######## ifu_fetch ########
ifu_fetch, M2 wires:
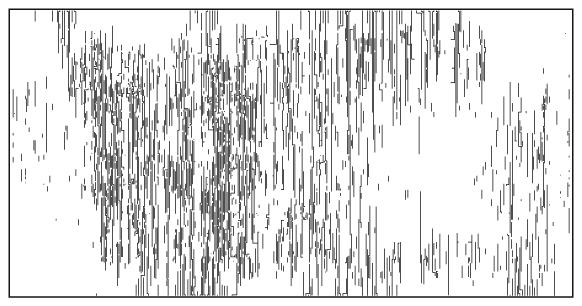

[config.mk]
export PLATFORM = sky130hd
export DESIGN_NAME = ifu_fetch
export DESIGN_NICKNAME = d
export VERILOG_FILES = /design/src/rtl/ifu_fetch.sv
export SDC_FILE = /design/constraint.sdc
export NUM_CORES = 1
export LEC_CHECK = 0
export CAP_MARGIN = 40
export CORE_ASPECT_RATIO = 0.5
export CORE_MARGIN = 2
export CORE_UTILIZATION = 40
export CTS_BUF_LIST = sky130_fd_sc_hd__clkbuf_8
export DETAILED_ROUTE_END_ITERATION = 16
export PLACE_DENSITY = 0.72
export SYNTH_ARGS = -nofsm -noshare
export SYNTH_HDL_FRONTEND = slang
export SYNTH_SLANG_ARGS = --single-unit
[constraint.sdc]
create_clock -name clk -period 5.2 [get_ports clk]
set_input_delay 1.56 -clock clk [delete_from_list [all_inputs] [get_ports clk]]
set_output_delay 1.56 -clock clk [all_outputs]
set_load 0.1 [all_outputs]
[src/rtl/ifu_fetch.sv]
// ifu_fetch -- instruction fetch unit.
//
// Issues in-order word fetches starting at RESET_PC to instruction memory.
// Returned words are buffered with their PCs in a DEPTH-entry FIFO, which
// feeds decode. The FIFO entries plus the requests still in flight never
// exceed DEPTH, so a response always finds room in the FIFO.
//
// A redirect reloads the fetch PC and flushes the FIFO. It also arms a
// counter that discards the responses of wrong-path requests still in
// flight.
//
// Build option:
//   IFU_BYPASS_EN  When defined, a kept response that arrives while the FIFO
//                  is empty is presented to decode in the same cycle.
//                  When undefined, every instruction goes through the FIFO,
//                  and nothing on imem_rsp_* reaches id_* combinationally.
//
// Parameters:
//   DEPTH     FIFO entries and outstanding-request limit (power of 2, >= 2)
//   RESET_PC  first fetch address after reset
//
// Ports:
//   clk, rst_n                       clock, synchronous active-low reset
//   redirect_valid, redirect_pc      restart fetch at redirect_pc & ~3
//   imem_req_valid/ready/addr        fetch request channel
//   imem_rsp_valid/data              in-order fetch responses
//   id_valid/ready, id_instr, id_pc  instruction channel to decode
module ifu_fetch #(
  parameter int          DEPTH    = 2,
  parameter logic [31:0] RESET_PC = 32'h0000_0000
) (
  input  logic        clk,
  input  logic        rst_n,
  input  logic        redirect_valid,
  input  logic [31:0] redirect_pc,
  output logic        imem_req_valid,
  input  logic        imem_req_ready,
  output logic [31:0] imem_req_addr,
  input  logic        imem_rsp_valid,
  input  logic [31:0] imem_rsp_data,
  output logic        id_valid,
  input  logic        id_ready,
  output logic [31:0] id_instr,
  output logic [31:0] id_pc
);

  localparam int AW = (DEPTH > 1) ? $clog2(DEPTH) : 1;
  localparam int CW = AW + 1;
  localparam logic [CW:0] DEPTH_C = (CW + 1)'(DEPTH);

  logic [31:0]   fetch_pc;
  logic [31:0]   rsp_pc;
  logic [31:0]   pc_mem    [DEPTH];
  logic [31:0]   instr_mem [DEPTH];
  logic [AW-1:0] rd_ptr;
  logic [AW-1:0] wr_ptr;
  logic [CW-1:0] count;
  logic [CW-1:0] outstanding;
  logic [CW-1:0] drop_cnt;

  logic [CW:0]   credit_used;
  logic          fifo_empty;
  logic          req_fire;
  logic          rsp_keep;
  logic          byp_vld;
  logic          byp_take;
  logic          push;
  logic          pop;
  logic [31:0]   redirect_base;

  assign redirect_base = redirect_pc & ~32'd3;
  assign credit_used   = {1'b0, count} + {1'b0, outstanding};
  assign fifo_empty    = (count == '0);

  assign imem_req_valid = rst_n && !redirect_valid && (credit_used < DEPTH_C);
  assign imem_req_addr  = fetch_pc;
  assign req_fire       = imem_req_valid && imem_req_ready;

  // A response is kept only if no wrong-path responses remain to be dropped
  // and no redirect is squashing it in this very cycle.
  assign rsp_keep = imem_rsp_valid && (drop_cnt == '0) && !redirect_valid;

`ifdef IFU_BYPASS_EN
  assign byp_vld  = fifo_empty && rsp_keep;
  assign byp_take = byp_vld && id_ready;
`else
  assign byp_vld  = 1'b0;
  assign byp_take = 1'b0;
`endif

  // A bypassed response consumed by decode never enters the FIFO.
  assign push = rsp_keep && !byp_take;
  assign pop  = !fifo_empty && !redirect_valid && id_ready;

  assign id_valid = rst_n && !redirect_valid && (!fifo_empty || byp_vld);

  always_comb begin
    id_instr = 32'h0;
    id_pc    = RESET_PC;
    if (rst_n) begin
      if (!fifo_empty) begin
        id_instr = instr_mem[rd_ptr];
        id_pc    = pc_mem[rd_ptr];
      end else if (byp_vld) begin
        id_instr = imem_rsp_data;
        id_pc    = rsp_pc;
      end else begin
        id_pc    = rsp_pc;
      end
    end
  end

  // Control state: PCs, FIFO pointers and the credit/drop counters.
  always_ff @(posedge clk) begin
    if (!rst_n) begin
      fetch_pc    <= RESET_PC;
      rsp_pc      <= RESET_PC;
      rd_ptr      <= '0;
      wr_ptr      <= '0;
      count       <= '0;
      outstanding <= '0;
      drop_cnt    <= '0;
    end else begin
      outstanding <= outstanding + CW'(req_fire) - CW'(imem_rsp_valid);
      if (redirect_valid) begin
        fetch_pc <= redirect_base;
        rsp_pc   <= redirect_base;
        rd_ptr   <= '0;
        wr_ptr   <= '0;
        count    <= '0;
        // Everything still in flight after this cycle is wrong-path. The
        // request term is always zero because requests are blocked here.
        drop_cnt <= outstanding + CW'(req_fire) - CW'(imem_rsp_valid);
      end else begin
        if (req_fire) begin
          fetch_pc <= fetch_pc + 32'd4;
        end
        if (rsp_keep) begin
          rsp_pc <= rsp_pc + 32'd4;
        end
        if (imem_rsp_valid && (drop_cnt != '0)) begin
          drop_cnt <= drop_cnt - 1'b1;
        end
        if (push) begin
          wr_ptr <= wr_ptr + 1'b1;
        end
        if (pop) begin
          rd_ptr <= rd_ptr + 1'b1;
        end
        count <= count + CW'(push) - CW'(pop);
      end
    end
  end

  // FIFO payload storage; its contents are qualified by count.
  always_ff @(posedge clk) begin
    if (push) begin
      pc_mem[wr_ptr]    <= rsp_pc;
      instr_mem[wr_ptr] <= imem_rsp_data;
    end
  end

endmodule

######## uc_booth ########
[src/rtl/uc_booth_pkg.sv]
// uc_booth_pkg: state encoding, Booth step codes and default width for the Booth control unit
package uc_booth_pkg;
   localparam int N_DEF = 3;
   localparam logic [1:0] SUMA  = 2'b01;
   localparam logic [1:0] RESTA = 2'b10;
   typedef enum logic [2:0] {REPOSO, CARGA, EVALUA, DESPLAZA, FIN} estado_t;
endpackage

[src/rtl/uc_booth_contador_iter.sv]
// contador_iter: iteration down-counter with load, guarded decrement and last-iteration flag
module contador_iter #(
   parameter int N     = 3,
   parameter int CNT_W = $clog2(N+1)
) (
   input  logic clk,
   input  logic reset,
   input  logic load,
   input  logic dec,
   output logic ultimo
);
   logic [CNT_W-1:0] cnt;
   // load has priority; decrement stops at zero so the count never wraps
   always_ff @(posedge clk or negedge reset)
      if (!reset) cnt <= '0;
      else if (load) cnt <= CNT_W'(N);
      else if (dec && cnt != '0) cnt <= cnt - CNT_W'(1);
   assign ultimo = cnt == CNT_W'(1);
endmodule

[src/rtl/uc_booth.sv]
// uc_booth: control unit sequencing load, add/subtract and shift steps of a radix-2 Booth multiplier
module uc_booth
   import uc_booth_pkg::*;
#(
   parameter int N     = N_DEF,
   parameter int CNT_W = $clog2(N+1)
) (
   input  logic clk,
   input  logic reset,
   input  logic start,
   input  logic q0,
   input  logic q_menos1,
   output logic Carga_A,
   output logic Carga_QM,
   output logic Inicializa,
   output logic Desplaza_AQ,
   output logic Desplaza_M,
   output logic Resta,
   output logic Fin
);
   estado_t estado, siguiente;
   logic ultimo;
   logic [1:0] codigo;
   assign codigo = {q0, q_menos1};
   contador_iter #(.N(N), .CNT_W(CNT_W)) u_cnt (
      .clk   (clk),
      .reset (reset),
      .load  (estado == CARGA),
      .dec   (estado == DESPLAZA),
      .ultimo(ultimo)
   );
   // state register, aborts to idle immediately on reset
   always_ff @(posedge clk or negedge reset)
      if (!reset) estado <= REPOSO;
      else estado <= siguiente;
   // next state; start is only looked at in idle and in the done handshake
   always_comb begin
      siguiente = REPOSO;
      case (estado)
         REPOSO:   siguiente = start ? CARGA : REPOSO;
         CARGA:    siguiente = EVALUA;
         EVALUA:   siguiente = DESPLAZA;
         DESPLAZA: siguiente = ultimo ? FIN : EVALUA;
         FIN:      siguiente = start ? FIN : REPOSO;
         default:  siguiente = REPOSO;
      endcase
   end
   // output decode; add/subtract is Mealy on the registered datapath bits
   always_comb begin
      Carga_QM    = estado == CARGA;
      Inicializa  = estado == CARGA;
      Desplaza_AQ = estado == DESPLAZA;
      Carga_A     = estado == EVALUA && (codigo == SUMA || codigo == RESTA);
      Resta       = estado == EVALUA && codigo == RESTA;
      Desplaza_M  = 1'b0;
      Fin         = estado == FIN;
   end
endmodule

[config.mk]
export PLATFORM = sky130hd
export DESIGN_NAME = uc_booth
export DESIGN_NICKNAME = d
export VERILOG_FILES = /design/src/rtl/uc_booth_pkg.sv /design/src/rtl/uc_booth_contador_iter.sv /design/src/rtl/uc_booth.sv
export SDC_FILE = /design/constraint.sdc
export NUM_CORES = 1
export LEC_CHECK = 0
export CAP_MARGIN = 20
export CORE_AREA = 5 5 42 44
export CTS_BUF_LIST = sky130_fd_sc_hd__clkbuf_8
export CTS_CLUSTER_DIAMETER = 200
export DETAILED_ROUTE_END_ITERATION = 8
export DIE_AREA = 0 0 47 49
export PLACE_DENSITY_LB_ADDON = 0.2
export SYNTH_ARGS = -nofsm -noshare
export SYNTH_HDL_FRONTEND = slang
export SYNTH_HIERARCHICAL = 1
export SYNTH_SLANG_ARGS = --single-unit
[constraint.sdc]
create_clock -name clk -period 1.2 [get_ports clk]
set_input_delay 0.3 -clock clk [delete_from_list [all_inputs] [get_ports clk]]
set_output_delay 0.3 -clock clk [all_outputs]
set_load 0.02 [all_outputs]
######## ghost_motion_ctrl ########
===== src/rtl/ghost_motion_ctrl.sv =====
// Ghost position/direction sequencer: latches direction at tile boundaries, steps 1 px per STEP_DIV frame ticks.
// Latency: registered outputs, a step is visible one cycle after its frame_tick. Backpressure: enable=0 freezes all state.
// Optional catch detector and RESPAWN state under `define GHOST_CATCH_EN.
module ghost_motion_ctrl #(
    parameter int unsigned TILE_LOG2     = 4,
    parameter int unsigned STEP_DIV      = 2,
    parameter int unsigned DECIDE_WAIT   = 2,
    parameter logic [10:0] START_X       = 11'd320,
    parameter logic [9:0]  START_Y       = 10'd240,
    parameter logic [3:0]  START_DIR     = 4'b0010,
    parameter logic [10:0] X_MAX         = 11'd624,
    parameter logic [9:0]  Y_MAX         = 10'd464,
    parameter int unsigned HIT_RADIUS    = 8,
    parameter int unsigned RESPAWN_TICKS = 60
) (
    input  logic        clk,
    input  logic        rst_n,
    input  logic        enable,
    input  logic        frame_tick,
    input  logic [3:0]  move_direction,
    input  logic [10:0] pacman_curr_pos_x,
    input  logic [9:0]  pacman_curr_pos_y,
    output logic [10:0] ghost_curr_pos_x,
    output logic [9:0]  ghost_curr_pos_y,
    output logic [3:0]  prev_direction,
    output logic        deciding,
    output logic        caught
);

    localparam logic [3:0] DIR_RIGHT = 4'b0001;
    localparam logic [3:0] DIR_UP    = 4'b0010;
    localparam logic [3:0] DIR_DOWN  = 4'b0100;
    localparam logic [3:0] DIR_LEFT  = 4'b1000;
    localparam logic [3:0] STEP_LAST = 4'(STEP_DIV - 1);
    localparam logic [2:0] WAIT_LAST = 3'(DECIDE_WAIT - 1);

`ifdef GHOST_CATCH_EN
    typedef enum logic [1:0] {IDLE, DECIDE, MOVE, RESPAWN} state_t;
    localparam logic [15:0] RSP_LAST = 16'(RESPAWN_TICKS - 1);
`else
    typedef enum logic [1:0] {IDLE, DECIDE, MOVE} state_t;
`endif

    state_t      state, state_nxt;
    logic [10:0] x_nxt, step_x;
    logic [9:0]  y_nxt, step_y;
    logic [3:0]  dir_nxt;
    logic [3:0]  step_cnt, step_nxt;
    logic [2:0]  wait_cnt, wait_nxt;
    logic        blocked;
    logic        step_aligned;
    logic        dir_onehot;
    logic        catch_hit;

`ifdef GHOST_CATCH_EN
    logic [15:0] rsp_cnt, rsp_nxt;
    logic        caught_nxt;
    logic [10:0] dx;
    logic [9:0]  dy;

    assign dx = (ghost_curr_pos_x >= pacman_curr_pos_x) ? ghost_curr_pos_x - pacman_curr_pos_x
                                                        : pacman_curr_pos_x - ghost_curr_pos_x;
    assign dy = (ghost_curr_pos_y >= pacman_curr_pos_y) ? ghost_curr_pos_y - pacman_curr_pos_y
                                                        : pacman_curr_pos_y - ghost_curr_pos_y;
    assign catch_hit = (dx <= 11'(HIT_RADIUS)) && (dy <= 10'(HIT_RADIUS));
`else
    logic unused_pacman;
    assign unused_pacman = ^{pacman_curr_pos_x, pacman_curr_pos_y};
    assign catch_hit     = 1'b0;
    assign caught        = 1'b0;
`endif

    assign dir_onehot   = (move_direction != 4'b0000) && ((move_direction & (move_direction - 4'd1)) == 4'b0000);
    assign step_aligned = (step_x[TILE_LOG2-1:0] == '0) && (step_y[TILE_LOG2-1:0] == '0);

    // Wall test happens on the current position, so the add/subtract never wraps.
    always_comb begin
        step_x  = ghost_curr_pos_x;
        step_y  = ghost_curr_pos_y;
        blocked = 1'b0;
        case (prev_direction)
            DIR_RIGHT: if (ghost_curr_pos_x >= X_MAX) blocked = 1'b1; else step_x = ghost_curr_pos_x + 11'd1;
            DIR_LEFT:  if (ghost_curr_pos_x == '0)    blocked = 1'b1; else step_x = ghost_curr_pos_x - 11'd1;
            DIR_DOWN:  if (ghost_curr_pos_y >= Y_MAX) blocked = 1'b1; else step_y = ghost_curr_pos_y + 10'd1;
            DIR_UP:    if (ghost_curr_pos_y == '0)    blocked = 1'b1; else step_y = ghost_curr_pos_y - 10'd1;
            default:   blocked = 1'b1;
        endcase
    end

    always_comb begin
        state_nxt = state;
        x_nxt     = ghost_curr_pos_x;
        y_nxt     = ghost_curr_pos_y;
        dir_nxt   = prev_direction;
        step_nxt  = step_cnt;
        wait_nxt  = wait_cnt;
`ifdef GHOST_CATCH_EN
        rsp_nxt    = rsp_cnt;
        caught_nxt = 1'b0;
`endif
        case (state)
            IDLE: begin
                state_nxt = DECIDE;
                wait_nxt  = '0;
            end
            DECIDE: begin
                if (catch_hit) begin
`ifdef GHOST_CATCH_EN
                    caught_nxt = 1'b1;
                    rsp_nxt    = '0;
                    wait_nxt   = '0;
                    state_nxt  = RESPAWN;
`endif
                end else if (wait_cnt == WAIT_LAST) begin
                    if (dir_onehot) dir_nxt = move_direction;
                    wait_nxt  = '0;
                    step_nxt  = '0;
                    state_nxt = MOVE;
                end else begin
                    wait_nxt = wait_cnt + 3'd1;
                end
            end
            MOVE: begin
                // A catch in the same cycle as a qualifying tick discards the step.
                if (catch_hit) begin
`ifdef GHOST_CATCH_EN
                    caught_nxt = 1'b1;
                    rsp_nxt    = '0;
                    state_nxt  = RESPAWN;
`endif
                end else if (frame_tick) begin
                    if (step_cnt == STEP_LAST) begin
                        step_nxt = '0;
                        if (blocked) begin
                            state_nxt = DECIDE;
                        end else begin
                            x_nxt = step_x;
                            y_nxt = step_y;
                            if (step_aligned) state_nxt = DECIDE;
                        end
                    end else begin
                        step_nxt = step_cnt + 4'd1;
                    end
                end
            end
`ifdef GHOST_CATCH_EN
            RESPAWN: begin
                if (frame_tick) begin
                    if (rsp_cnt == RSP_LAST) begin
                        rsp_nxt   = '0;
                        x_nxt     = START_X;
                        y_nxt     = START_Y;
                        dir_nxt   = START_DIR;
                        wait_nxt  = '0;
                        state_nxt = DECIDE;
                    end else begin
                        rsp_nxt = rsp_cnt + 16'd1;
                    end
                end
            end
`endif
            default: state_nxt = IDLE;
        endcase
    end

    always_ff @(posedge clk or negedge rst_n) begin
        if (!rst_n) begin
            state            <= IDLE;
            ghost_curr_pos_x <= START_X;
            ghost_curr_pos_y <= START_Y;
            prev_direction   <= START_DIR;
            deciding         <= 1'b0;
            step_cnt         <= '0;
            wait_cnt         <= '0;
`ifdef GHOST_CATCH_EN
            caught           <= 1'b0;
            rsp_cnt          <= '0;
`endif
        end else if (enable) begin
            state            <= state_nxt;
            ghost_curr_pos_x <= x_nxt;
            ghost_curr_pos_y <= y_nxt;
            prev_direction   <= dir_nxt;
            deciding         <= (state_nxt == DECIDE);
            step_cnt         <= step_nxt;
            wait_cnt         <= wait_nxt;
`ifdef GHOST_CATCH_EN
            caught           <= caught_nxt;
            rsp_cnt          <= rsp_nxt;
`endif
        end
    end

endmodule

===== config.mk =====
export PLATFORM = sky130hd
export DESIGN_NAME = ghost_motion_ctrl
export DESIGN_NICKNAME = d
export VERILOG_FILES = /design/src/rtl/ghost_motion_ctrl.sv
export SDC_FILE = /design/constraint.sdc
export NUM_CORES = 1
export LEC_CHECK = 0
export CORE_ASPECT_RATIO = 0.6
export CORE_MARGIN = 5
export CORE_UTILIZATION = 54
export DETAILED_ROUTE_END_ITERATION = 8
export MAX_ROUTING_LAYER = met4
export PLACE_DENSITY = 0.86
export SLEW_MARGIN = 20
export SYNTH_ARGS = -nofsm -noshare
export SYNTH_HDL_FRONTEND = slang
export SYNTH_SLANG_ARGS = --single-unit

===== constraint.sdc =====
create_clock -name clk -period 7.5 [get_ports clk]
set_input_delay 1.125 -clock clk [delete_from_list [all_inputs] [get_ports clk]]
set_output_delay 1.125 -clock clk [all_outputs]
set_load 0.03 [all_outputs]

######## axi_burst_addr_gen_flat ########
### src/rtl/axi_burst_addr_gen_pkg.sv
// Shared types for the AXI burst address generator: burst size/type enums, latched
// burst configuration and the 4 KB boundary constant.
package axi_burst_addr_gen_pkg;

   localparam int unsigned LEN_W           = 8;
   localparam int unsigned SIZE_W          = 3;
   localparam int unsigned BURST_W         = 2;
   localparam int unsigned AXI_4K_BOUNDARY = 4096;

   typedef enum logic [SIZE_W-1:0] {
      SIZE_1B   = 3'd0,
      SIZE_2B   = 3'd1,
      SIZE_4B   = 3'd2,
      SIZE_8B   = 3'd3,
      SIZE_16B  = 3'd4,
      SIZE_32B  = 3'd5,
      SIZE_64B  = 3'd6,
      SIZE_128B = 3'd7
   } burst_size_e;

   typedef enum logic [BURST_W-1:0] {
      BURST_FIXED = 2'd0,
      BURST_INCR  = 2'd1,
      BURST_WRAP  = 2'd2
   } burst_type_e;

   typedef enum logic {
      ST_IDLE  = 1'b0,
      ST_BURST = 1'b1
   } gen_state_e;

   typedef struct packed {
      logic [LEN_W-1:0] len;
      burst_size_e      size;
      burst_type_e      burst;
   } burst_cfg_t;

   // Reserved type and WRAP with an illegal length both degrade to INCR.
   function automatic burst_type_e eff_burst(input logic [BURST_W-1:0] burst,
                                             input logic [LEN_W-1:0]   len);
      logic wrap_len_ok;
      wrap_len_ok = (len == 8'd1) || (len == 8'd3) || (len == 8'd7) || (len == 8'd15);
      case (burst)
         2'd0:    eff_burst = BURST_FIXED;
         2'd2:    eff_burst = wrap_len_ok ? BURST_WRAP : BURST_INCR;
         default: eff_burst = BURST_INCR;
      endcase
   endfunction

endpackage

### src/rtl/axi_burst_addr_gen_if.sv
// Command and beat channels of the burst address generator.
// beat_err_o exists only when AXI_ADDR_GEN_4K_CHECK_EN is defined.
interface axi_burst_addr_gen_if #(
   parameter int unsigned ADDR_W = 32,
   parameter int unsigned ID_W   = 4
);
   logic              cmd_valid_i;
   logic              cmd_ready_o;
   logic [ADDR_W-1:0] cmd_addr_i;
   logic [7:0]        cmd_len_i;
   logic [2:0]        cmd_size_i;
   logic [1:0]        cmd_burst_i;
   logic [ID_W-1:0]   cmd_id_i;
   logic              beat_valid_o;
   logic              beat_ready_i;
   logic [ADDR_W-1:0] beat_addr_o;
   logic [7:0]        beat_idx_o;
   logic              beat_last_o;
   logic [ID_W-1:0]   beat_id_o;
`ifdef AXI_ADDR_GEN_4K_CHECK_EN
   logic              beat_err_o;
`endif

   modport slave (
      input  cmd_valid_i, cmd_addr_i, cmd_len_i, cmd_size_i, cmd_burst_i, cmd_id_i,
             beat_ready_i,
      output cmd_ready_o, beat_valid_o, beat_addr_o, beat_idx_o, beat_last_o, beat_id_o
`ifdef AXI_ADDR_GEN_4K_CHECK_EN
      , beat_err_o
`endif
   );

   modport master (
      output cmd_valid_i, cmd_addr_i, cmd_len_i, cmd_size_i, cmd_burst_i, cmd_id_i,
             beat_ready_i,
      input  cmd_ready_o, beat_valid_o, beat_addr_o, beat_idx_o, beat_last_o, beat_id_o
`ifdef AXI_ADDR_GEN_4K_CHECK_EN
      , beat_err_o
`endif
   );

endinterface

### src/rtl/axi_burst_next_addr.sv
// Combinational next-beat address for FIXED / INCR / WRAP bursts given the current beat
// address; burst is expected to be the effective type (illegal WRAP already mapped to INCR).
module axi_burst_next_addr
   import axi_burst_addr_gen_pkg::*;
#(
   parameter int unsigned ADDR_W = 32
) (
   input  logic [ADDR_W-1:0] cur_addr,
   input  logic [7:0]        len,
   input  burst_size_e       size,
   input  burst_type_e       burst,
   output logic [ADDR_W-1:0] next_addr
);

   logic [ADDR_W-1:0] bytes;
   logic [ADDR_W-1:0] total;
   logic [ADDR_W-1:0] incr_addr;

   // Wrap is formed by OR-ing the in-window offset onto the window base so it never
   // depends on base+total, which can overflow at the top of the address space.
   always_comb begin
      bytes     = ADDR_W'(1) << size;
      total     = (ADDR_W'(len) + ADDR_W'(1)) << size;
      incr_addr = (cur_addr & ~(bytes - ADDR_W'(1))) + bytes;
      case (burst)
         BURST_FIXED: next_addr = cur_addr;
         BURST_WRAP:  next_addr = (cur_addr & ~(total - ADDR_W'(1)))
                                | (incr_addr & (total - ADDR_W'(1)));
         default:     next_addr = incr_addr;
      endcase
   end

endmodule

### src/rtl/axi_burst_addr_gen.sv
// Expands one AXI4 address command into a per-beat address stream, one beat per handshake.
// Optional 4 KB crossing flag for INCR bursts: define AXI_ADDR_GEN_4K_CHECK_EN.
module axi_burst_addr_gen
   import axi_burst_addr_gen_pkg::*;
#(
   parameter int unsigned ADDR_W = 32,
   parameter int unsigned ID_W   = 4
) (
   input logic               clk_i,
   input logic               rst_i,
   axi_burst_addr_gen_if.slave bus
);

   gen_state_e        state_q, state_d;
   burst_cfg_t        cfg_q, cfg_d;
   logic              beat_valid_q, beat_valid_d;
   logic [ADDR_W-1:0] beat_addr_q, beat_addr_d;
   logic [7:0]        beat_idx_q, beat_idx_d;
   logic              beat_last_q, beat_last_d;
   logic [ID_W-1:0]   beat_id_q, beat_id_d;
   logic [ADDR_W-1:0] next_addr;
   burst_type_e       cmd_burst_eff;

   assign cmd_burst_eff = eff_burst(bus.cmd_burst_i, bus.cmd_len_i);

   axi_burst_next_addr #(.ADDR_W(ADDR_W)) u_next_addr (
      .cur_addr  (beat_addr_q),
      .len       (cfg_q.len),
      .size      (cfg_q.size),
      .burst     (cfg_q.burst),
      .next_addr (next_addr)
   );

`ifdef AXI_ADDR_GEN_4K_CHECK_EN
   logic        err_q, err_d;
   logic [11:0] cmd_off;
   logic [16:0] cmd_span;
   logic        cmd_err;

   // Crossing when the size-aligned 4 KB offset plus total burst bytes exceeds one page.
   always_comb begin
      cmd_off  = bus.cmd_addr_i[11:0] & ~((12'(1) << bus.cmd_size_i) - 12'd1);
      cmd_span = 17'(cmd_off) + ((17'(bus.cmd_len_i) + 17'd1) << bus.cmd_size_i);
      cmd_err  = (cmd_burst_eff == BURST_INCR) && (cmd_span > 17'(AXI_4K_BOUNDARY));
   end
`endif

   always_ff @(posedge clk_i) begin
      if (rst_i) state_q <= ST_IDLE;
      else       state_q <= state_d;
   end

   always_comb begin
      state_d      = state_q;
      cfg_d        = cfg_q;
      beat_valid_d = beat_valid_q;
      beat_addr_d  = beat_addr_q;
      beat_idx_d   = beat_idx_q;
      beat_last_d  = beat_last_q;
      beat_id_d    = beat_id_q;
`ifdef AXI_ADDR_GEN_4K_CHECK_EN
      err_d        = err_q;
`endif
      case (state_q)
         ST_IDLE: begin
            if (bus.cmd_valid_i) begin
               state_d      = ST_BURST;
               cfg_d        = '{len: bus.cmd_len_i, size: burst_size_e'(bus.cmd_size_i),
                                burst: cmd_burst_eff};
               beat_valid_d = 1'b1;
               beat_addr_d  = bus.cmd_addr_i;
               beat_idx_d   = 8'd0;
               beat_last_d  = (bus.cmd_len_i == 8'd0);
               beat_id_d    = bus.cmd_id_i;
`ifdef AXI_ADDR_GEN_4K_CHECK_EN
               err_d        = cmd_err;
`endif
            end
         end
         ST_BURST: begin
            if (bus.beat_ready_i) begin
               if (beat_last_q) begin
                  state_d      = ST_IDLE;
                  beat_valid_d = 1'b0;
               end else begin
                  beat_idx_d  = beat_idx_q + 8'd1;
                  beat_addr_d = next_addr;
                  beat_last_d = ((beat_idx_q + 8'd1) == cfg_q.len);
               end
            end
         end
      endcase
   end

   always_ff @(posedge clk_i) begin
      if (rst_i) begin
         cfg_q        <= '0;
         beat_valid_q <= 1'b0;
         beat_addr_q  <= '0;
         beat_idx_q   <= '0;
         beat_last_q  <= 1'b0;
         beat_id_q    <= '0;
`ifdef AXI_ADDR_GEN_4K_CHECK_EN
         err_q        <= 1'b0;
`endif
      end else begin
         cfg_q        <= cfg_d;
         beat_valid_q <= beat_valid_d;
         beat_addr_q  <= beat_addr_d;
         beat_idx_q   <= beat_idx_d;
         beat_last_q  <= beat_last_d;
         beat_id_q    <= beat_id_d;
`ifdef AXI_ADDR_GEN_4K_CHECK_EN
         err_q        <= err_d;
`endif
      end
   end

   assign bus.cmd_ready_o  = (state_q == ST_IDLE);
   assign bus.beat_valid_o = beat_valid_q;
   assign bus.beat_addr_o  = beat_addr_q;
   assign bus.beat_idx_o   = beat_idx_q;
   assign bus.beat_last_o  = beat_last_q;
   assign bus.beat_id_o    = beat_id_q;
`ifdef AXI_ADDR_GEN_4K_CHECK_EN
   assign bus.beat_err_o   = err_q;
`endif

endmodule

### src/flat_wrapper.sv
// flat-port wrapper written by rule: the top's interface ports become plain ports
module axi_burst_addr_gen_flat import axi_burst_addr_gen_pkg::*;
#(
   parameter int unsigned ADDR_W = 32,
   parameter int unsigned ID_W   = 4
)
  (clk_i, rst_i, bus_cmd_valid_i, bus_cmd_addr_i, bus_cmd_len_i, bus_cmd_size_i, bus_cmd_burst_i, bus_cmd_id_i, bus_beat_ready_i, bus_cmd_ready_o, bus_beat_valid_o, bus_beat_addr_o, bus_beat_idx_o, bus_beat_last_o, bus_beat_id_o);
  axi_burst_addr_gen_if #(.ADDR_W(ADDR_W), .ID_W(ID_W)) bus_i ();
  input logic clk_i;
  input logic rst_i;
  input wire logic [$bits(bus_i.cmd_valid_i)-1:0] bus_cmd_valid_i;
  input wire logic [$bits(bus_i.cmd_addr_i)-1:0] bus_cmd_addr_i;
  input wire logic [$bits(bus_i.cmd_len_i)-1:0] bus_cmd_len_i;
  input wire logic [$bits(bus_i.cmd_size_i)-1:0] bus_cmd_size_i;
  input wire logic [$bits(bus_i.cmd_burst_i)-1:0] bus_cmd_burst_i;
  input wire logic [$bits(bus_i.cmd_id_i)-1:0] bus_cmd_id_i;
  input wire logic [$bits(bus_i.beat_ready_i)-1:0] bus_beat_ready_i;
  output wire logic [$bits(bus_i.cmd_ready_o)-1:0] bus_cmd_ready_o;
  output wire logic [$bits(bus_i.beat_valid_o)-1:0] bus_beat_valid_o;
  output wire logic [$bits(bus_i.beat_addr_o)-1:0] bus_beat_addr_o;
  output wire logic [$bits(bus_i.beat_idx_o)-1:0] bus_beat_idx_o;
  output wire logic [$bits(bus_i.beat_last_o)-1:0] bus_beat_last_o;
  output wire logic [$bits(bus_i.beat_id_o)-1:0] bus_beat_id_o;
  assign bus_i.cmd_valid_i = bus_cmd_valid_i;
  assign bus_i.cmd_addr_i = bus_cmd_addr_i;
  assign bus_i.cmd_len_i = bus_cmd_len_i;
  assign bus_i.cmd_size_i = bus_cmd_size_i;
  assign bus_i.cmd_burst_i = bus_cmd_burst_i;
  assign bus_i.cmd_id_i = bus_cmd_id_i;
  assign bus_i.beat_ready_i = bus_beat_ready_i;
  assign bus_cmd_ready_o = bus_i.cmd_ready_o;
  assign bus_beat_valid_o = bus_i.beat_valid_o;
  assign bus_beat_addr_o = bus_i.beat_addr_o;
  assign bus_beat_idx_o = bus_i.beat_idx_o;
  assign bus_beat_last_o = bus_i.beat_last_o;
  assign bus_beat_id_o = bus_i.beat_id_o;
  axi_burst_addr_gen #(.ADDR_W(ADDR_W), .ID_W(ID_W)) u_core (.clk_i(clk_i), .rst_i(rst_i), .bus(bus_i));
endmodule
### config.mk
export PLATFORM = sky130hd
export DESIGN_NAME = axi_burst_addr_gen_flat
export DESIGN_NICKNAME = d
export VERILOG_FILES = /design/src/rtl/axi_burst_addr_gen_pkg.sv /design/src/rtl/axi_burst_addr_gen_if.sv /design/src/rtl/axi_burst_next_addr.sv /design/src/rtl/axi_burst_addr_gen.sv /design/src/flat_wrapper.sv
export SDC_FILE = /design/constraint.sdc
export NUM_CORES = 1
export LEC_CHECK = 0
export ABC_AREA = 1
export CAP_MARGIN = 20
export CORE_MARGIN = 2
export CORE_UTILIZATION = 33
export CTS_BUF_LIST = sky130_fd_sc_hd__clkbuf_2
export CTS_CLUSTER_DIAMETER = 120
export DETAILED_ROUTE_END_ITERATION = 10
export SYNTH_ARGS = -nofsm -noshare
export SYNTH_HDL_FRONTEND = slang
export SYNTH_HIERARCHICAL = 1
export SYNTH_SLANG_ARGS = --single-unit
### constraint.sdc
create_clock -name clk_i -period 3.4 [get_ports clk_i]
set_input_delay 0.34 -clock clk_i [delete_from_list [all_inputs] [get_ports clk_i]]
set_output_delay 0.34 -clock clk_i [all_outputs]
set_load 0.05 [all_outputs]

==> layout pictures side by side <==
Clock nets.
shot_01.png
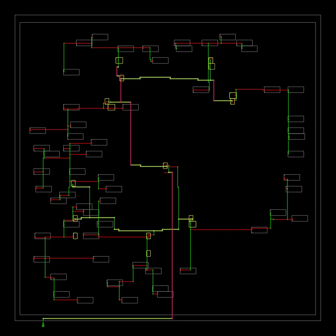
shot_02.png
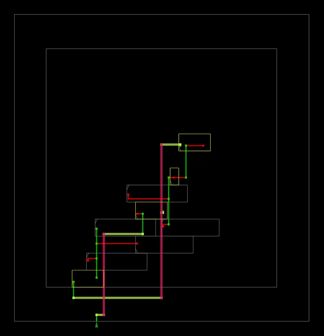
shot_03.png
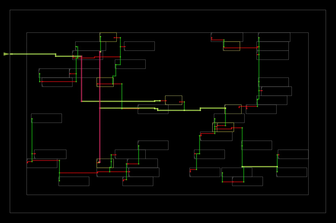
shot_04.png
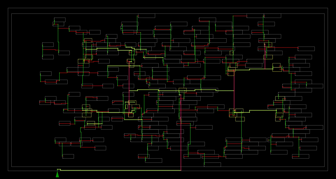
| from | picture |
|---|---|
| uc_booth | shot_02.png |
| ifu_fetch | shot_04.png |
| axi_burst_addr_gen_flat | shot_01.png |
| ghost_motion_ctrl | shot_03.png |

ghost_motion_ctrl, sizing map:
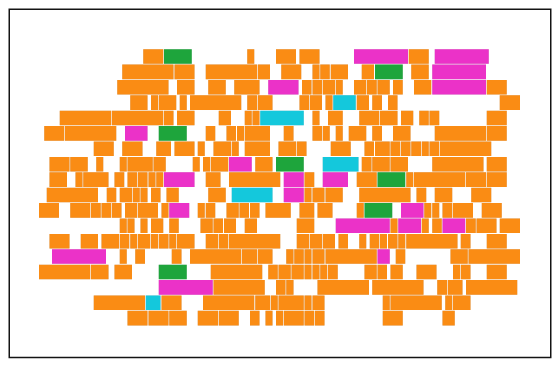
x2: marked magenta, cells 19, share 6.4%. x6 and larger: marked green, cells 7, share 2.4%. x1 and smaller: marked orange, cells 266, share 90%. x3 and x4: marked cyan, cells 5, share 1.7%.

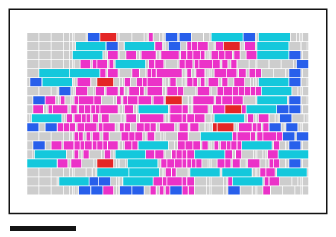
ghost_motion_ctrl: placement by cell class
Bar = 20 um. Fill, decap, tap and diode cells in grey.
remaining buffers and delay cells: marked blue, cells 34, share of their area 12%. remaining logic cells: marked magenta, cells 220, share of their area 52%. clock drivers and dummy loads: marked red, cells 8, share of their area 3.6%. sequential cells: marked cyan, cells 35, share of their area 32%.

==> results.ini, ghost_motion_ctrl <==
[status]
status=finished, final reports clean

[sta]
fin_crit_ps=3300
setup_slack_ps=4200
rsz0062_at_grt=no
max_freq_mhz=303
hold_viol_final=0

[routing]
ant_nets=0
routed_wirelength_mm=5.54

[clock_tree]
clockBufferDepth=2
cts.sinks=35
cts_setup_buffers=0
postCtsResizedCells=0

[synthesis]
yosys_area_um2=2360
synth_warnings=0
edf_count=0
synth.area.top_cells=dfrtp_1 (30%), dfstp_2 (7.8%), o21ai_0 (4.7%)
common_cells=dfrtp_1 (28), nand2_1 (22), nor2_1 (22), o21ai_0 (22), nor3_1 (15)
avgSynthCellArea_um2=8.89
xor_area_share_pct=6.67

[critical_path]
end_kind=flop
r2r-end=ghost_curr_pos_x[3]
path_cells=inv_1 -> ha_1 -> or4b_1 -> o31ai_2 -> a21oi_1 -> nor2_1 -> mux2_2
crit_start=ghost_curr_pos_y[0]
slowest_delay_ps=650

[pwr]
irDropWorstVdd_uv=120
largestPowerGroup=combinational logic
p_comb_uw=396
p_leak_uw=0.00114

[floorplan]
die_y_um=61.2
initial_core_util_pct=56.7

[global_routing]
grt_max_degree=36
met1_usage_pct=30.9

[cells_and_area]
top_register=ghost_curr_pos_x
fin_area_um2=2830
nFillCells=339
logic_area_um2=1390
final_layout_top_logic_cells=clkdlybuf4s50_1 (33), dfrtp_1 (28), nor2_1 (22), nand2_1 (22), o21ai_0 (22)

[placement]
place.detailed.hpwl_mm=4.14

## ghost_motion_ctrl: final cells by class
class,count,area share (%)
clock buffer,8,3.54
inverter,10,1.33
multi-input combinational,210,49.2
sequential,35,31.3
tap,60,2.66
timing repair buffer,34,12.0
## ghost_motion_ctrl: kinds of logic (layout without fill, tap and decap cells)
group / after synthesis / after routing
other: 1 / 1
flip-flops: 35 / 35
adder cells (fa/ha/maj): 7 / 7
XOR/XNOR: 18 / 18
multiplexers: 7 / 7
AND-OR/OR-AND: 70 / 70
AND/OR/NAND/NOR: 107 / 107
buffers and inverters: 21 / 52
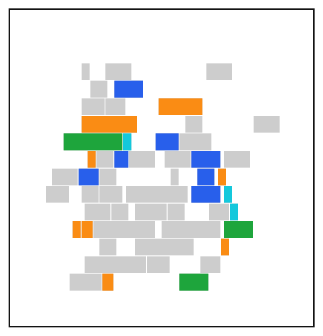
uc_booth: selected gate families
and/or cells: marked blue, cells 7, most used and4bb_1, where centre. inv cells: marked cyan, cells 3, most used inv_1. fa/ha/maj cells: marked green, cells 3, most used ha_1. nor cells: marked orange, cells 8, most used nor2_1.

==> results.ini, uc_booth <==
[status]
status=complete, but fails checks
violations=negative setup slack

[global_routing]
grtUsageMet2_pct=15.2

[routing]
drt-wirelength-per-cell_um=14.0
ant_nets=0

[critical_path]
crit_cells=3

[synthesis]
ys_sh_simple_pct=33.9
yosysUniqueCellTypes=17
ys_seq_share_pct=38.9

[cells_and_area]
final_layout_top_logic_cells=buf_6 (8), buf_4 (8), nor2_1 (4)
biggestCellCategory=combinational gates
clock_area_share_pct=7.35

[clock_tree]
postCtsResizedCells=44
worst_setup_hold_path_clk_slew_ps=40

[pwr]
switching_power_uw=555

[sta]
setup_slack_ps=-296
setup_violations=8

[placement]
place.gp.congestion=0.695

## uc_booth: cells in the mapped netlist
cell type / number / area (um^2)
buf_4: 2 / 15.0
dfrtp_1: 5 / 125
and2_2: 1 / 7.51
nor2_1: 4 / 15.0
inv_1: 3 / 11.3
a21oi_1: 2 / 10.0
a32o_1: 1 / 10.0
nor3b_1: 1 / 7.51
and3_1: 1 / 6.26
nor4b_1: 1 / 8.76
and4bb_2: 1 / 12.5
and4bb_1: 2 / 25.0
and3b_1: 1 / 8.76
ha_1: 3 / 37.5
or2b_1: 1 / 7.51
conb_1: 1 / 3.75
nor3_1: 2 / 10.0
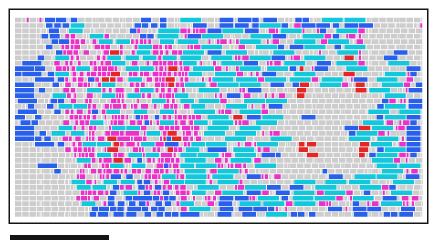
ifu_fetch: placement by cell class
Bar = 50 um. Fill, decap, tap and diode cells in grey.
sequential cells: marked cyan, cells 193, share of their area 43%. remaining logic cells: marked magenta, cells 514, share of their area 28%. clock drivers and dummy loads: marked red, cells 32, share of their area 3.4%. remaining buffers and delay cells: marked blue, cells 204, share of their area 26%.

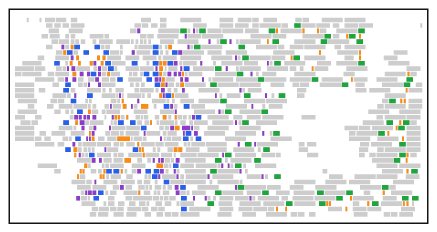
ifu_fetch: selected gate families
nand cells: marked purple, cells 111, most used nand2_1. mux cells: marked green, cells 62, most used mux2i_1. nor cells: marked orange, cells 89, most used nor2_1, where spread over the die. xor and xnor cells: marked blue, cells 53, most used xnor2_1.

## Picture notes: 'M2 wires' of ifu_fetch
The layer holds 48% of the routed length. The longest straight run is 49.6 um. The layer carries 10600 um of wire. 828 nets have wire on it. The wires run mostly vertical.

==> results.ini, ifu_fetch <==
[status]
status=finished, final reports clean

[cells_and_area]
buffer_area_share_pct=25.1
logic_area_um2=3210
logic_gates=504
syn2layout_area_growth_pct=42.9
n_all_buffers=204

[sta]
worst-slew-pin-transition_ps=866
max_freq_mhz=207

[critical_path]
r2r-end=drop_cnt[1]
critPathTopFamily=buffers and inverters
critPathSlowestCell=clkdlybuf4s50_1
reg2reg_slack_ps=1830

[floorplan]
core_area_um2=20700
ios=168

[synthesis]
ys.flops=193
ys_async_sr_fraction_pct=0
yosysUniqueCellTypes=50
ys.flop_type=edfxtp_1

[clock_tree]
htree_levels=4
hold_buffers=0

[global_routing]
grt_max_degree=63
grtUsageMet2_pct=32.5

[routing]
drc_errors=0

[hold_path]
whs_path_depth=0

[pwr]
irDropWorstVdd_uv=189

## ifu_fetch: metal layers
metal	routed length (um)	vias up
met2	10600	274
li1	-	3122
met3	1320	43
met4	428	0
met5	0	-
met1	9900	3217
## ifu_fetch: power breakdown
part           total (uW)  internal, uW  switching [uW]  leakage [uW]
sequential           1780          1710            73.4       0.00172
clock                 975           364             611      0.000202
combinational         769           293             476       0.00217
total                3530          2370            1160       0.00409
## ifu_fetch: state kept, by name, summed over array words and instances, names as in the netlist, named ones only
register,count
count,2
drop_cnt,2
imem_req_addr,30
instr_mem,64
outstanding,2
pc_mem,60
rd_ptr,1
rsp_pc,30
wr_ptr,1
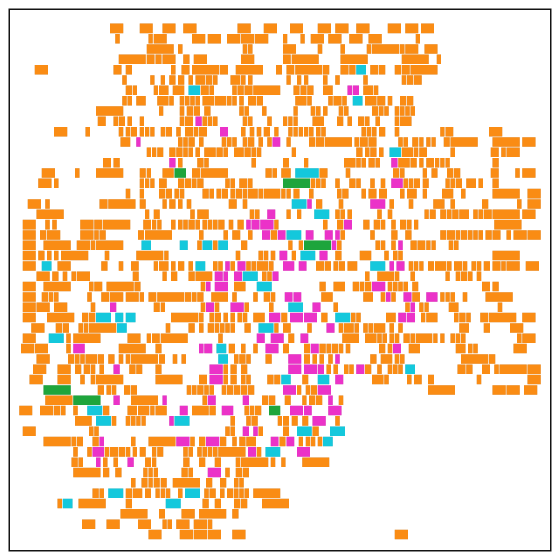
axi_burst_addr_gen_flat: sizing map
x2: marked magenta, cells 100, share 8.7%. x6 and larger: marked green, cells 6, share 0.52%. x3 and x4: marked cyan, cells 42, share 3.6%. x1 and smaller: marked orange, cells 1005, share 87%.

==> results.ini, axi_burst_addr_gen_flat <==
[routing]
wl_met2_mm=8.48
ant_nets=0

[pwr]
largestPowerGroup=combinational logic
switching_power_uw=1150
irDropWorstVdd_uv=169
p_comb_uw=1100

[cells_and_area]
num_antenna_cells=1
buffer_area_share_pct=14.5
fin_area_um2=7580
final_util_pct=40.5
nNetsFinal=1209
biggestCellCategory=combinational gates
drive_gt1_share_pct=12.8
clock_area_share_pct=1.29
clkbuf_count=9

[critical_path]
criticalPathCategory=reg -> reg
slowest_delay_ps=580
reg2reg_slack_ps=380
r2r-end=u_core/bus.beat_addr_o[15]

[global_routing]
met3_usage_pct=4.34
antenna_found_initial=1

[floorplan]
num_tap_cells=234
rows=50

[placement]
placed_cells=1371

[synthesis]
synth_nets=1123
xor_area_share_pct=4.03
ys_seq_share_pct=19.1
synth.area.top_cells=dfxtp_1 (19%), nand2_1 (19%), nand3_1 (8.3%)
yosysUniqueCellTypes=44
avgSynthCellArea_um2=5.93
top_area_cell=dfxtp_1

[run]
max_cap_violations=0

[hold_path]
worstHoldPathType=in -> reg

[clock_tree]
cts_buffers=9

[sta]
fin_crit_ps=3020
setup_tns_ps=0
finalMaxSlewViolations=0

[status]
status=finished, final reports clean

axi_burst_addr_gen_flat: worst reg2reg max path, stage by stage, from the launching register on:
cell     delay [ps]
dfxtp_1         580
ha_1            320
o21ai_2         180
or2_2           150
nand2_1          50
inv_2            50
nand2_2          60
inv_2            50
nand2_2          50
nor2_4          160
nand2_1         110
nor2_4          150
nand3_4         120
nor2_1          110
ha_1            250
nand2_1          70
a21oi_1          60
o21ai_0         160
nand2_1          70
a31oi_1         160


==> screenshots <==
M2 wires.
Plate I
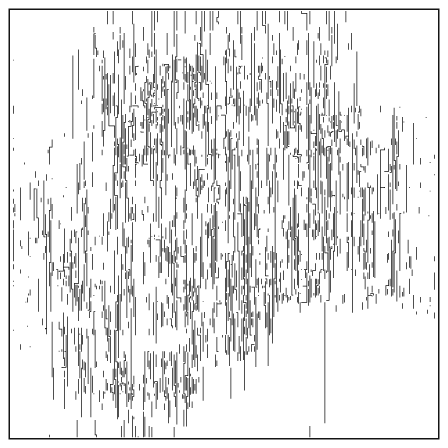
Plate II
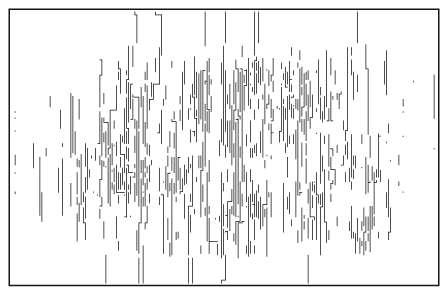
Plate III
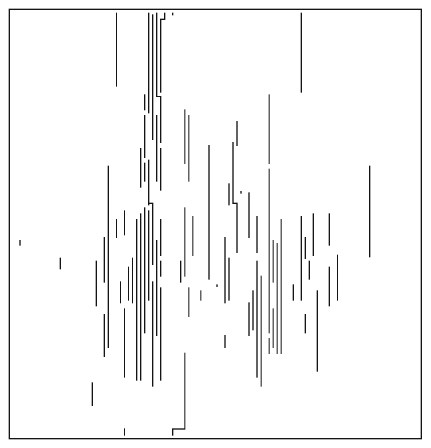
Plate III is uc_booth.
Plate I is axi_burst_addr_gen_flat.
Plate II is ghost_motion_ctrl.

Power and IR drop assume default switching activity.
